==================== reset_sequencer
Fig. 1: reset_sequencer, wiring by layer
Scale: 4 px per um. Only two layers are drawn.
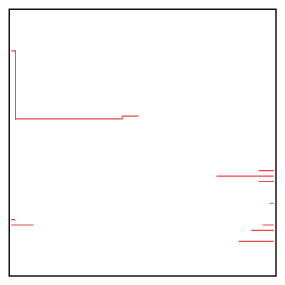

`src/rtl/reset_seq_pkg.sv`:
```
// Shared types and defaults for the AIB reset sequencer.
// State encoding, default delays and the state-to-reset-output mapping.
package reset_seq_pkg;

  typedef enum logic [2:0] {
    ST_IDLE      = 3'd0,
    ST_PHY_WAIT  = 3'd1,
    ST_WAIT_LINK = 3'd2,
    ST_ADP_WAIT  = 3'd3,
    ST_USR_WAIT  = 3'd4,
    ST_RUN       = 3'd5,
    ST_ERROR     = 3'd6
  } seq_state_e;

  localparam int DEF_PHY_DLY  = 16;
  localparam int DEF_ADP_DLY  = 8;
  localparam int DEF_USR_DLY  = 8;
  localparam int DEF_LINK_TMO = 1024;
  localparam int DEF_CNT_W    = 12;

  // Returns {phy_rst_n, adapter_rst_n, user_rst, user_rst_n, seq_done, link_err}.
  function automatic logic [5:0] seq_outputs(input seq_state_e s);
    logic [5:0] v;
    v = 6'b001000;
    case (s)
      ST_WAIT_LINK,
      ST_ADP_WAIT:  v = 6'b101000;
      ST_USR_WAIT:  v = 6'b111000;
      ST_RUN:       v = 6'b110110;
      ST_ERROR:     v = 6'b001001;
      default:      v = 6'b001000;
    endcase
    return v;
  endfunction

endpackage

```
`src/rtl/sync_2ff.sv`:
```
// Two-flop synchronizer for a single asynchronous level into the clk domain.
module sync_2ff (
  input  logic i_clk,
  input  logic i_rst_n,
  input  logic i_d,
  output logic o_q
);

  logic r_meta;
  logic r_q;

  always_ff @(posedge i_clk or negedge i_rst_n) begin
    if (!i_rst_n) begin
      r_meta <= 1'b0;
      r_q    <= 1'b0;
    end else begin
      r_meta <= i_d;
      r_q    <= r_meta;
    end
  end

  assign o_q = r_q;

endmodule

```
`src/rtl/reset_sequencer.sv`:
```
// Releases PHY, adapter and user resets in order once the AIB link is up,
// re-asserting adapter/user resets on link loss and flagging a link timeout.
module reset_sequencer
  import reset_seq_pkg::*;
#(
  parameter int PHY_DLY  = DEF_PHY_DLY,
  parameter int ADP_DLY  = DEF_ADP_DLY,
  parameter int USR_DLY  = DEF_USR_DLY,
  parameter int LINK_TMO = DEF_LINK_TMO,
  parameter int CNT_W    = DEF_CNT_W
) (
  input  logic       i_clk,
  input  logic       i_rst_n,
  input  logic       i_ms_tx_transfer_en,
  input  logic       i_sl_tx_transfer_en,
  input  logic       i_sw_reset_req,
  output logic       o_phy_rst_n,
  output logic       o_adapter_rst_n,
  output logic       o_user_rst,
  output logic       o_user_rst_n,
  output logic       o_seq_done,
  output logic       o_link_err,
  output logic [2:0] o_state
);

  localparam logic [CNT_W-1:0] PHY_LAST = CNT_W'(PHY_DLY - 1);
  localparam logic [CNT_W-1:0] ADP_LAST = CNT_W'(ADP_DLY - 1);
  localparam logic [CNT_W-1:0] USR_LAST = CNT_W'(USR_DLY - 1);
  localparam logic [CNT_W-1:0] TMO_LAST = CNT_W'(LINK_TMO - 1);

  logic             w_ms_sync;
  logic             w_sl_sync;
  logic             w_link_up;
  seq_state_e       w_next;
  seq_state_e       r_state;
  logic [CNT_W-1:0] r_cnt;
  logic [5:0]       r_outs;

  sync_2ff u_sync_ms (
    .i_clk   (i_clk),
    .i_rst_n (i_rst_n),
    .i_d     (i_ms_tx_transfer_en),
    .o_q     (w_ms_sync)
  );

  sync_2ff u_sync_sl (
    .i_clk   (i_clk),
    .i_rst_n (i_rst_n),
    .i_d     (i_sl_tx_transfer_en),
    .o_q     (w_sl_sync)
  );

  assign w_link_up = w_ms_sync & w_sl_sync;

  // Priority: software reset, then link drop, then counter expiry.
  function automatic seq_state_e next_state(input seq_state_e s, input logic [CNT_W-1:0] cnt,
                                            input logic link_up, input logic sw_req);
    seq_state_e n;
    n = s;
    if (sw_req) begin
      n = ST_IDLE;
    end else begin
      case (s)
        ST_IDLE:      n = ST_PHY_WAIT;
        ST_PHY_WAIT:  if (cnt == PHY_LAST) n = ST_WAIT_LINK;
        ST_WAIT_LINK: if (link_up) n = ST_ADP_WAIT;
                      else if (cnt == TMO_LAST) n = ST_ERROR;
        ST_ADP_WAIT:  if (!link_up) n = ST_WAIT_LINK;
                      else if (cnt == ADP_LAST) n = ST_USR_WAIT;
        ST_USR_WAIT:  if (!link_up) n = ST_WAIT_LINK;
                      else if (cnt == USR_LAST) n = ST_RUN;
        ST_RUN:       if (!link_up) n = ST_WAIT_LINK;
        ST_ERROR:     n = ST_ERROR;
        default:      n = ST_IDLE;
      endcase
    end
    return n;
  endfunction

  assign w_next = next_state(r_state, r_cnt, w_link_up, i_sw_reset_req);

  // Outputs are decoded from the next state so they change on the same edge as the state.
  always_ff @(posedge i_clk or negedge i_rst_n) begin
    if (!i_rst_n) begin
      r_state <= ST_IDLE;
      r_cnt   <= '0;
      r_outs  <= 6'b001000;
    end else begin
      r_state <= w_next;
      r_outs  <= seq_outputs(w_next);
      if (w_next != r_state || r_state == ST_IDLE)
        r_cnt <= '0;
      else if (r_state != ST_RUN && r_state != ST_ERROR)
        r_cnt <= r_cnt + CNT_W'(1);
    end
  end

  assign {o_phy_rst_n, o_adapter_rst_n, o_user_rst, o_user_rst_n, o_seq_done, o_link_err} = r_outs;
  assign o_state = r_state;

endmodule

```
`config.mk`:
```
export PLATFORM = sky130hd
export DESIGN_NAME = reset_sequencer
export DESIGN_NICKNAME = d
export VERILOG_FILES = /design/src/rtl/reset_seq_pkg.sv /design/src/rtl/sync_2ff.sv /design/src/rtl/reset_sequencer.sv
export SDC_FILE = /design/constraint.sdc
export NUM_CORES = 1
export LEC_CHECK = 0
export CAP_MARGIN = 20
export CELL_PAD_IN_SITES_DETAIL_PLACEMENT = 1
export CELL_PAD_IN_SITES_GLOBAL_PLACEMENT = 2
export CORE_MARGIN = 2
export CORE_UTILIZATION = 37
export CTS_BUF_LIST = sky130_fd_sc_hd__clkbuf_4
export CTS_CLUSTER_DIAMETER = 200
export DETAILED_ROUTE_END_ITERATION = 10
export PLACE_DENSITY_LB_ADDON = 0.25
export SLEW_MARGIN = 30
export SYNTH_ARGS = -nofsm -noshare
export SYNTH_HDL_FRONTEND = slang
export SYNTH_SLANG_ARGS = --single-unit
```
`constraint.sdc`:
```
create_clock -name i_clk -period 2.35 [get_ports i_clk]
set_clock_uncertainty 0.1 [all_clocks]
set_input_delay 0.47 -clock i_clk [delete_from_list [all_inputs] [get_ports i_clk]]
set_output_delay 0.47 -clock i_clk [all_outputs]
set_load 0.01 [all_outputs]
```
==================== simd_stream_alu_flat
[config.mk]
export PLATFORM = sky130hd
export DESIGN_NAME = simd_stream_alu_flat
export DESIGN_NICKNAME = d
export VERILOG_FILES = /design/src/rtl/simd_stream_alu_if.sv /design/src/rtl/simd_stream_alu.sv /design/src/flat_wrapper.sv
export SDC_FILE = /design/constraint.sdc
export NUM_CORES = 2
export LEC_CHECK = 0
export ABC_AREA = 1
export CAP_MARGIN = 5
export CORE_MARGIN = 5
export CORE_UTILIZATION = 50
export CTS_CLUSTER_SIZE = 24
export DETAILED_ROUTE_END_ITERATION = 10
export MAX_ROUTING_LAYER = met4
export PLACE_DENSITY = 0.68
export SETUP_SLACK_MARGIN = 0.05
export SLEW_MARGIN = 10
export SYNTH_ARGS = -nofsm -noshare
export SYNTH_HDL_FRONTEND = slang
export SYNTH_SLANG_ARGS = --single-unit
[constraint.sdc]
create_clock -name clk -period 4.3 [get_ports clk]
set_input_delay 0.645 -clock clk [delete_from_list [all_inputs] [get_ports clk]]
set_output_delay 0.645 -clock clk [all_outputs]
set_load 0.05 [all_outputs]
[src/rtl/simd_stream_alu_if.sv]
`default_nettype none
// ============================================================================
// Module  : simd_stream_alu_if
// Purpose : Load/command/result bundle between the byte loader, the SIMD
//           stream ALU and the narrow return bus.
// Rev     : 1.0  initial release
// ============================================================================
interface simd_stream_alu_if #(
    parameter int DW = 8,
    parameter int OW = 4
);
    logic          load;
    logic [DW-1:0] din;
    logic [3:0]    mode;
    logic          dtype;
    logic          send;
    logic [OW-1:0] dout;
    logic          dout_valid;
    logic          busy;
    logic          loaded;
    logic          done;

    modport master (
        output load, din, mode, dtype, send,
        input  dout, dout_valid, busy, loaded, done
    );

    modport slave (
        input  load, din, mode, dtype, send,
        output dout, dout_valid, busy, loaded, done
    );
endinterface
`default_nettype wire

[src/rtl/simd_stream_alu.sv]
`default_nettype none
// ============================================================================
// Module  : simd_stream_alu
// Purpose : Serially loads vectors A and B, applies one lane-wise operation
//           and streams the result vector out as OW-bit beats.
// Rev     : 1.0  initial release
// ============================================================================
module simd_stream_alu #(
    parameter int LANES = 16,
    parameter int DW    = 8,
    parameter int OW    = 4
) (
    input  logic             clk,
    input  logic             rst,
    simd_stream_alu_if.slave bus
);
    localparam int c_nb = LANES * DW / OW;
    localparam int c_pw = $clog2(2 * LANES);
    localparam int c_bw = $clog2(c_nb);
    localparam logic [c_pw-1:0] c_ptr_last  = c_pw'(2 * LANES - 1);
    localparam logic [c_bw-1:0] c_beat_last = c_bw'(c_nb - 1);
    localparam logic [DW-1:0]   c_smax      = {1'b0, {(DW-1){1'b1}}};
    localparam logic [DW-1:0]   c_smin      = {1'b1, {(DW-1){1'b0}}};

    typedef enum logic [2:0] {
        ST_IDLE    = 3'd0,
        ST_LOAD    = 3'd1,
        ST_READY   = 3'd2,
        ST_COMPUTE = 3'd3,
        ST_SEND    = 3'd4
    } state_t;

    state_t                r_state;
    state_t                w_next;
    logic [c_pw-1:0]       r_ptr;
    logic [DW-1:0]         r_a [LANES];
    logic [DW-1:0]         r_b [LANES];
    logic [LANES*DW-1:0]   r_res;
    logic [LANES*DW-1:0]   w_res;
    logic [c_bw-1:0]       r_beat;
    logic [3:0]            r_mode;
    logic                  r_dtype;
    logic                  r_send_q;
    logic                  r_load_block;
    logic                  r_loaded;
    logic                  r_done;
    logic                  w_send_edge;
    logic                  w_load_ok;
    logic                  w_capture;

    // Operands are extended to DW+1 bits so the difference is exact for both
    // signednesses; its top bit is then the "a < b" flag in either case.
    function automatic logic [DW-1:0] lane_op(
        input logic [3:0]    op,
        input logic          sgn,
        input logic [DW-1:0] a,
        input logic [DW-1:0] b
    );
        logic [DW:0]   ax;
        logic [DW:0]   bx;
        logic [DW:0]   sum;
        logic [DW:0]   dif;
        logic [DW:0]   mag;
        logic [DW-1:0] res;
        ax  = sgn ? {a[DW-1], a} : {1'b0, a};
        bx  = sgn ? {b[DW-1], b} : {1'b0, b};
        sum = ax + bx;
        dif = ax - bx;
        mag = dif[DW] ? (~dif + {{DW{1'b0}}, 1'b1}) : dif;
        res = a;
        case (op)
            4'd0: res = sum[DW-1:0];
            4'd1: res = dif[DW-1:0];
            4'd2: begin
                if (sgn) res = (sum[DW] != sum[DW-1]) ? (sum[DW] ? c_smin : c_smax) : sum[DW-1:0];
                else     res = sum[DW] ? {DW{1'b1}} : sum[DW-1:0];
            end
            4'd3: begin
                if (sgn) res = (dif[DW] != dif[DW-1]) ? (dif[DW] ? c_smin : c_smax) : dif[DW-1:0];
                else     res = dif[DW] ? {DW{1'b0}} : dif[DW-1:0];
            end
            4'd4:  res = dif[DW] ? a : b;
            4'd5:  res = dif[DW] ? b : a;
            4'd6:  res = a & b;
            4'd7:  res = a | b;
            4'd8:  res = a ^ b;
            4'd9:  res = a * b;
            4'd10: res = (sgn && (mag > {1'b0, c_smax})) ? c_smax : mag[DW-1:0];
            default: res = a;
        endcase
        return res;
    endfunction

    generate
        for (genvar i = 0; i < LANES; i++) begin : g_lane
            assign w_res[i*DW +: DW] = lane_op(r_mode, r_dtype, r_a[i], r_b[i]);
        end
    endgenerate

    assign w_send_edge = bus.send && !r_send_q;
    assign w_load_ok   = bus.load && !r_load_block;
    assign w_capture   = (w_next == ST_LOAD) || ((r_state == ST_LOAD) && (w_next == ST_READY));

    always_ff @(posedge clk or negedge rst) begin
        if (!rst) begin
            r_state <= ST_IDLE;
        end else begin
            r_state <= w_next;
        end
    end

    always_comb begin
        w_next = r_state;
        case (r_state)
            ST_IDLE:    if (w_load_ok) w_next = ST_LOAD;
            ST_LOAD: begin
                if (!bus.load)                w_next = ST_IDLE;
                else if (r_ptr == c_ptr_last) w_next = ST_READY;
            end
            ST_READY: begin
                if (w_load_ok)        w_next = ST_LOAD;
                else if (w_send_edge) w_next = ST_COMPUTE;
            end
            ST_COMPUTE: w_next = ST_SEND;
            ST_SEND:    if (r_beat == c_beat_last) w_next = ST_READY;
            default:    w_next = ST_IDLE;
        endcase
    end

    // The pointer is only non-zero while a load is in flight, so a fresh load
    // from IDLE or READY always lands its first element in A[0].
    always_ff @(posedge clk or negedge rst) begin
        if (!rst) begin
            r_ptr        <= '0;
            r_res        <= '0;
            r_beat       <= '0;
            r_mode       <= '0;
            r_dtype      <= 1'b0;
            r_send_q     <= 1'b0;
            r_load_block <= 1'b0;
            r_loaded     <= 1'b0;
            r_done       <= 1'b0;
        end else begin
            r_send_q <= bus.send;
            r_ptr    <= (w_next == ST_LOAD) ? r_ptr + c_pw'(1) : '0;
            r_done   <= (r_state == ST_SEND) && (w_next == ST_READY);

            if ((r_state != ST_LOAD) && (w_next == ST_LOAD)) begin
                r_loaded <= 1'b0;
            end else if ((r_state == ST_LOAD) && (w_next == ST_READY)) begin
                r_loaded <= 1'b1;
            end

            if ((r_state == ST_LOAD) && (w_next == ST_READY)) begin
                r_load_block <= 1'b1;
            end else if (!bus.load) begin
                r_load_block <= 1'b0;
            end

            if ((r_state == ST_READY) && (w_next == ST_COMPUTE)) begin
                r_mode  <= bus.mode;
                r_dtype <= bus.dtype;
            end

            if (r_state == ST_COMPUTE) begin
                r_res  <= w_res;
                r_beat <= '0;
            end else if (r_state == ST_SEND) begin
                r_res  <= r_res >> OW;
                r_beat <= r_beat + c_bw'(1);
            end
        end
    end

    always_ff @(posedge clk or negedge rst) begin
        if (!rst) begin
            for (int i = 0; i < LANES; i++) begin
                r_a[i] <= '0;
                r_b[i] <= '0;
            end
        end else if (w_capture) begin
            for (int i = 0; i < LANES; i++) begin
                if (r_ptr == c_pw'(i))         r_a[i] <= bus.din;
                if (r_ptr == c_pw'(LANES + i)) r_b[i] <= bus.din;
            end
        end
    end

    assign bus.dout       = (r_state == ST_SEND) ? r_res[OW-1:0] : '0;
    assign bus.dout_valid = (r_state == ST_SEND);
    assign bus.busy       = (r_state == ST_COMPUTE) || (r_state == ST_SEND);
    assign bus.loaded     = r_loaded;
    assign bus.done       = r_done;
endmodule
`default_nettype wire

[src/flat_wrapper.sv]
// flat-port wrapper written by rule: the top's interface ports become plain ports
module simd_stream_alu_flat 
#(
    parameter int LANES = 16,
    parameter int DW    = 8,
    parameter int OW    = 4
)
  (clk, rst, bus_load, bus_din, bus_mode, bus_dtype, bus_send, bus_dout, bus_dout_valid, bus_busy, bus_loaded, bus_done);
  simd_stream_alu_if #(.DW(DW), .OW(OW)) bus_i ();
  input  logic clk;
  input  logic rst;
  input wire logic [$bits(bus_i.load)-1:0] bus_load;
  input wire logic [$bits(bus_i.din)-1:0] bus_din;
  input wire logic [$bits(bus_i.mode)-1:0] bus_mode;
  input wire logic [$bits(bus_i.dtype)-1:0] bus_dtype;
  input wire logic [$bits(bus_i.send)-1:0] bus_send;
  output wire logic [$bits(bus_i.dout)-1:0] bus_dout;
  output wire logic [$bits(bus_i.dout_valid)-1:0] bus_dout_valid;
  output wire logic [$bits(bus_i.busy)-1:0] bus_busy;
  output wire logic [$bits(bus_i.loaded)-1:0] bus_loaded;
  output wire logic [$bits(bus_i.done)-1:0] bus_done;
  assign bus_i.load = bus_load;
  assign bus_i.din = bus_din;
  assign bus_i.mode = bus_mode;
  assign bus_i.dtype = bus_dtype;
  assign bus_i.send = bus_send;
  assign bus_dout = bus_i.dout;
  assign bus_dout_valid = bus_i.dout_valid;
  assign bus_busy = bus_i.busy;
  assign bus_loaded = bus_i.loaded;
  assign bus_done = bus_i.done;
  simd_stream_alu #(.LANES(LANES), .DW(DW), .OW(OW)) u_core (.clk(clk), .rst(rst), .bus(bus_i));
endmodule
Fig. 2: reset_sequencer, clock routing
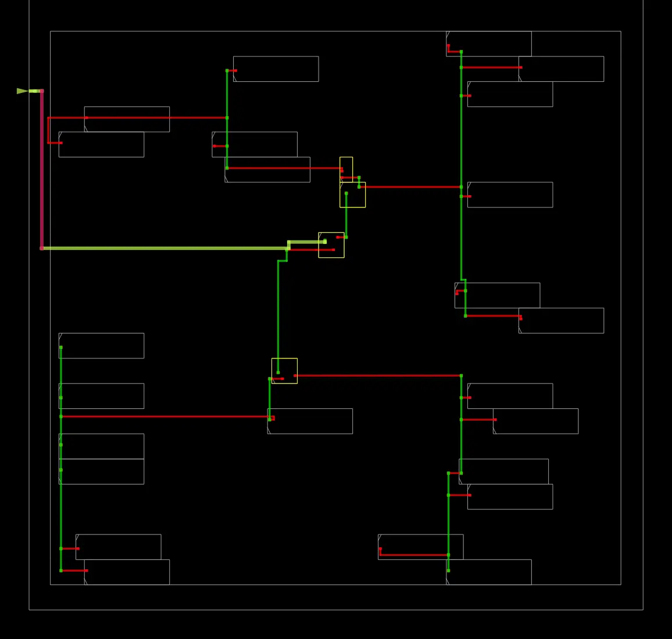
power of the clock network: 0.000183 W
Late-Pin Clk Latency: 310 ps
final sequential cell count: 24
TritonCTS Buffers: 3

About Fig. 1:
legend:
  purple:
    layer: M4
    wire_length: 17.0 um
  red:
    layer: M3
    wire_length: 76.1 um
GRT Total Usage: 0.190
wirelength, routed: 3760 um
via count: 1261
routed length per placed instance: 16.6 um

==> summary.rpt, reset_sequencer <==
FINISH
---------------------------------------------------------------------
Ratio of cells with drive above 1 in the final layout           0.208
Final core utilization                                          0.477
Sequential portion of the cell area                             0.342
Most frequently placed logic cells in the final layout   23 x dfrtp_1, 18 x buf_4, 15 x nor2_1

GLOBAL ROUTE
---------------------------------------------------------------------
Antenna violations before repair                                    0
Largest net degree at the start of global routing                  25
Most Used Layer, Global Route                                    met2

PLACE
---------------------------------------------------------------------
Final Wtd Congestion                                            0.809
Port Buffer Count                                                  13
Placed inst area                                            1730 um^2

FINAL TIMING
---------------------------------------------------------------------
Post-route setup TNS                                             0 ps
Setup repair after global routing missed its margin                no
Hold WS                                                        274 ps

SETUP PATH
---------------------------------------------------------------------
Logic depth of the worst setup path including buffers               5
Critical path buffer and inverter count                             0
Timing endpoint of the critical path                        r_outs[5]

LOGIC SYNTHESIS
---------------------------------------------------------------------
Synthesized instance count                                        153
Area fraction in mux cells                                     0.0148
Yosys stat cell total                                             153
Most common reg cell                                          dfrtp_1
Number of enable flip-flop cells                                    0

FLOORPLANNING
---------------------------------------------------------------------
Total die size                                              4400 um^2
Core utilization before placement                               0.390
Die outline height                                            66.3 um

ROUTE
---------------------------------------------------------------------
DRC viols                                                           0

CTS
---------------------------------------------------------------------
Root buffer selected by CTS                                  clkbuf_4

RUN STATUS
---------------------------------------------------------------------
Outcome                                                  finished clean

RUN
---------------------------------------------------------------------
Warning total across the stage logs                                26

PWR
---------------------------------------------------------------------
Worst-case vdd ir drop                                     0.000200 V

-- reset_sequencer: synth_stat cells, types with 3 or more instances --
cell type / instances / area, um^2
inv_1: 5 / 18.8
o21ai_0: 3 / 15.0
dfrtp_1: 23 / 576
or4_1: 8 / 60.1
nor3_1: 8 / 40.0
a21oi_1: 4 / 20.0
nand3_1: 6 / 30.0
nand3b_1: 3 / 22.5
xor2_1: 5 / 43.8
nand2_1: 11 / 41.3
clkbuf_1: 5 / 18.8
nand4_1: 4 / 25.0
buf_2: 3 / 15.0
xnor2_1: 7 / 61.3
nor2_1: 15 / 56.3
a211oi_1: 6 / 45.0
-- reset_sequencer: power breakdown --
part	internal, W	switching, W	leakage, nW	total (W)
registers	0.000421	0.0000102	0.319	0.000431
clock network	0.0000620	0.000121	0.0154	0.000183
logic	0.0000338	0.0000409	0.403	0.0000748
total	0.000517	0.000172	0.737	0.000689
-- reset_sequencer: state kept, by name (all words and copies together) (netlist names) --
name and count:
u_sync_ms.r_meta 1, r_outs 5, u_sync_sl.o_q 1, o_state 3, u_sync_sl.r_meta 1, r_cnt 12, u_sync_ms.o_q 1
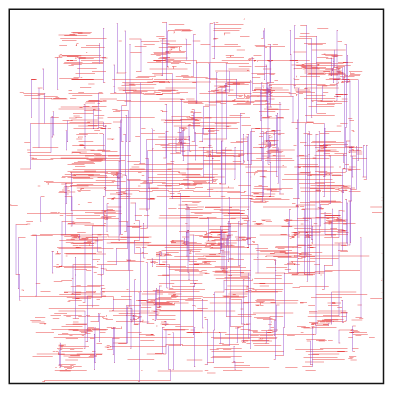
Fig. 3. Wiring by layer (simd_stream_alu_flat).
Scale: 1 px per um. Only two layers are drawn.
legend:
  purple:
    layer: M4
    wire_length: 12000 um
  red:
    layer: M3
    wire_length: 23.3 mm
via count: 71200
GRT Total Usage: 0.361

==> summary.rpt, simd_stream_alu_flat <==
LOGIC SYNTHESIS
---------------------------------------------------------------------------------
Number of synthesized register bits                                           406
Net count after synthesis                                                   11600
XOR/XNOR Area Share                                                        0.0439
Most common reg cell                                                      dfrtp_1
Post-Synth Simple-Gate Area                                                 0.324
Share of synthesized cell area in and-or and or-and compound cells          0.140

FINAL TIMING
---------------------------------------------------------------------------------
Count of final setup violators                                                  0
Final slew viol count                                                           0
Part of the cycle the worst path needs                                      0.960
Setup repair after global routing missed its margin                           yes
Worst Slack Setup Final                                                    173 ps

SETUP PATH
---------------------------------------------------------------------------------
Timing endpoint of the critical path                                 u_core.r_res[54]
Critical Path End Type                                                   register
CP arrival                                                                4670 ps
Slowest cell delay on critical path                                        550 ps
Critical path buffer and inverter count                                         1
Worst reg-to-reg path cell count                                               18

FLOORPLANNING
---------------------------------------------------------------------------------
Die outline height                                                         373 um

CTS
---------------------------------------------------------------------------------
Late-Pin Clk Latency                                                       680 ps
TritonCTS Buffers                                                              53
Quantity of hold-fixing buffers added after cts                                 1

FINISH
---------------------------------------------------------------------------------
P&R area growth vs syn                                                      8.93%
Final sequential cell count                                                   406
Data buffer area share                                                     0.0481
Non-CTS inverters                                                            1665
Count of non-CTS buffers in the layout                                        406
Most common logic cell in the routed design                               nand2_1

ROUTE
---------------------------------------------------------------------------------
Wirelength, routed                                                      255000 um

PLACE
---------------------------------------------------------------------------------
Port Buffer Count                                                              24
HPWL reported at the end of detailed placement                          185000 um

RUN STATUS
---------------------------------------------------------------------------------
Outcome                                                              finished clean

RUN
---------------------------------------------------------------------------------
Max-cap viol count                                                              0

PWR
---------------------------------------------------------------------------------
Post-layout total power                                                  0.0194 W
Worst-case vdd ir drop                                                 0.000400 V

-- simd_stream_alu_flat: per-stage QoR --
step	instances	instance area, um^2	utilization	hold slack (ps)	setup TNS, ps
after floorplan	10600	65800	-	349	0
after global routing	12400	71700	0.547	489	0
after CTS	12300	70900	0.540	466	0
final	12400	71700	0.547	472	0
after global placement	12200	69000	0.526	454	0
after detailed placement	12200	69000	0.526	457	-2.73
-- simd_stream_alu_flat: power breakdown --
group,internal (W),total (W),switching (W)
Sequential,0.00400,0.00427,0.000264
Clock,0.00283,0.00485,0.00203
Combinational,0.00309,0.0103,0.00719
-- simd_stream_alu_flat: flip-flops by register name, summed over array words and instances, names as in the netlist --
signal and count:
u_core.r_state 3, u_core.r_send_q 1, u_core.bus.loaded 1, u_core.r_mode 4
u_core.r_beat 5, u_core.r_b 128, u_core.bus.done 1, u_core.r_a 128
u_core.r_res 128, u_core.r_dtype 1, u_core.r_load_block 1, u_core.r_ptr 5
-- simd_stream_alu_flat: routing by layer --
metal,share of wire,vias up,GRT usage
met5,0,-,-
met4,0.047,0,0.146
met3,0.091,646,0.0447
met2,0.44,3427,0.558
met1,0.42,33400,0.481
li1,-,33700,-

==> notes/layouts.md <==
Pictures saved along the way, in no particular order.

Pin map.
image #1
Scale: 6 px per um. Pins as bars across the die edge, other pins in gray.
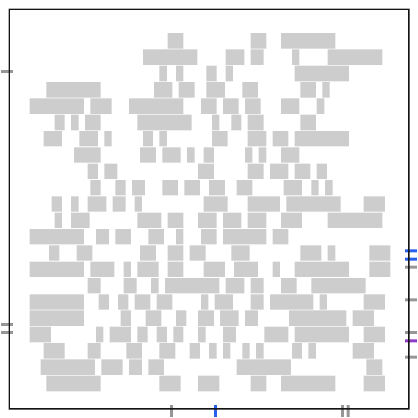
image #2
Scale: 1 px per um. Pins as bars across the die edge, other pins in gray.
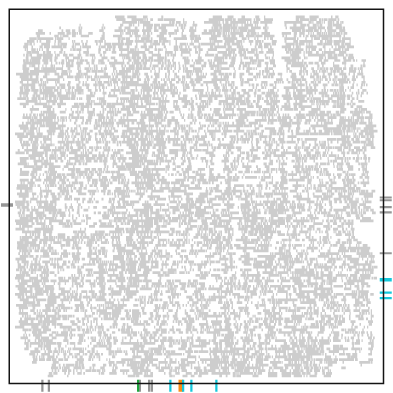
For reset_sequencer, see image #1.
For simd_stream_alu_flat, see image #2.


Power is estimated from default activity; no workload was simulated.
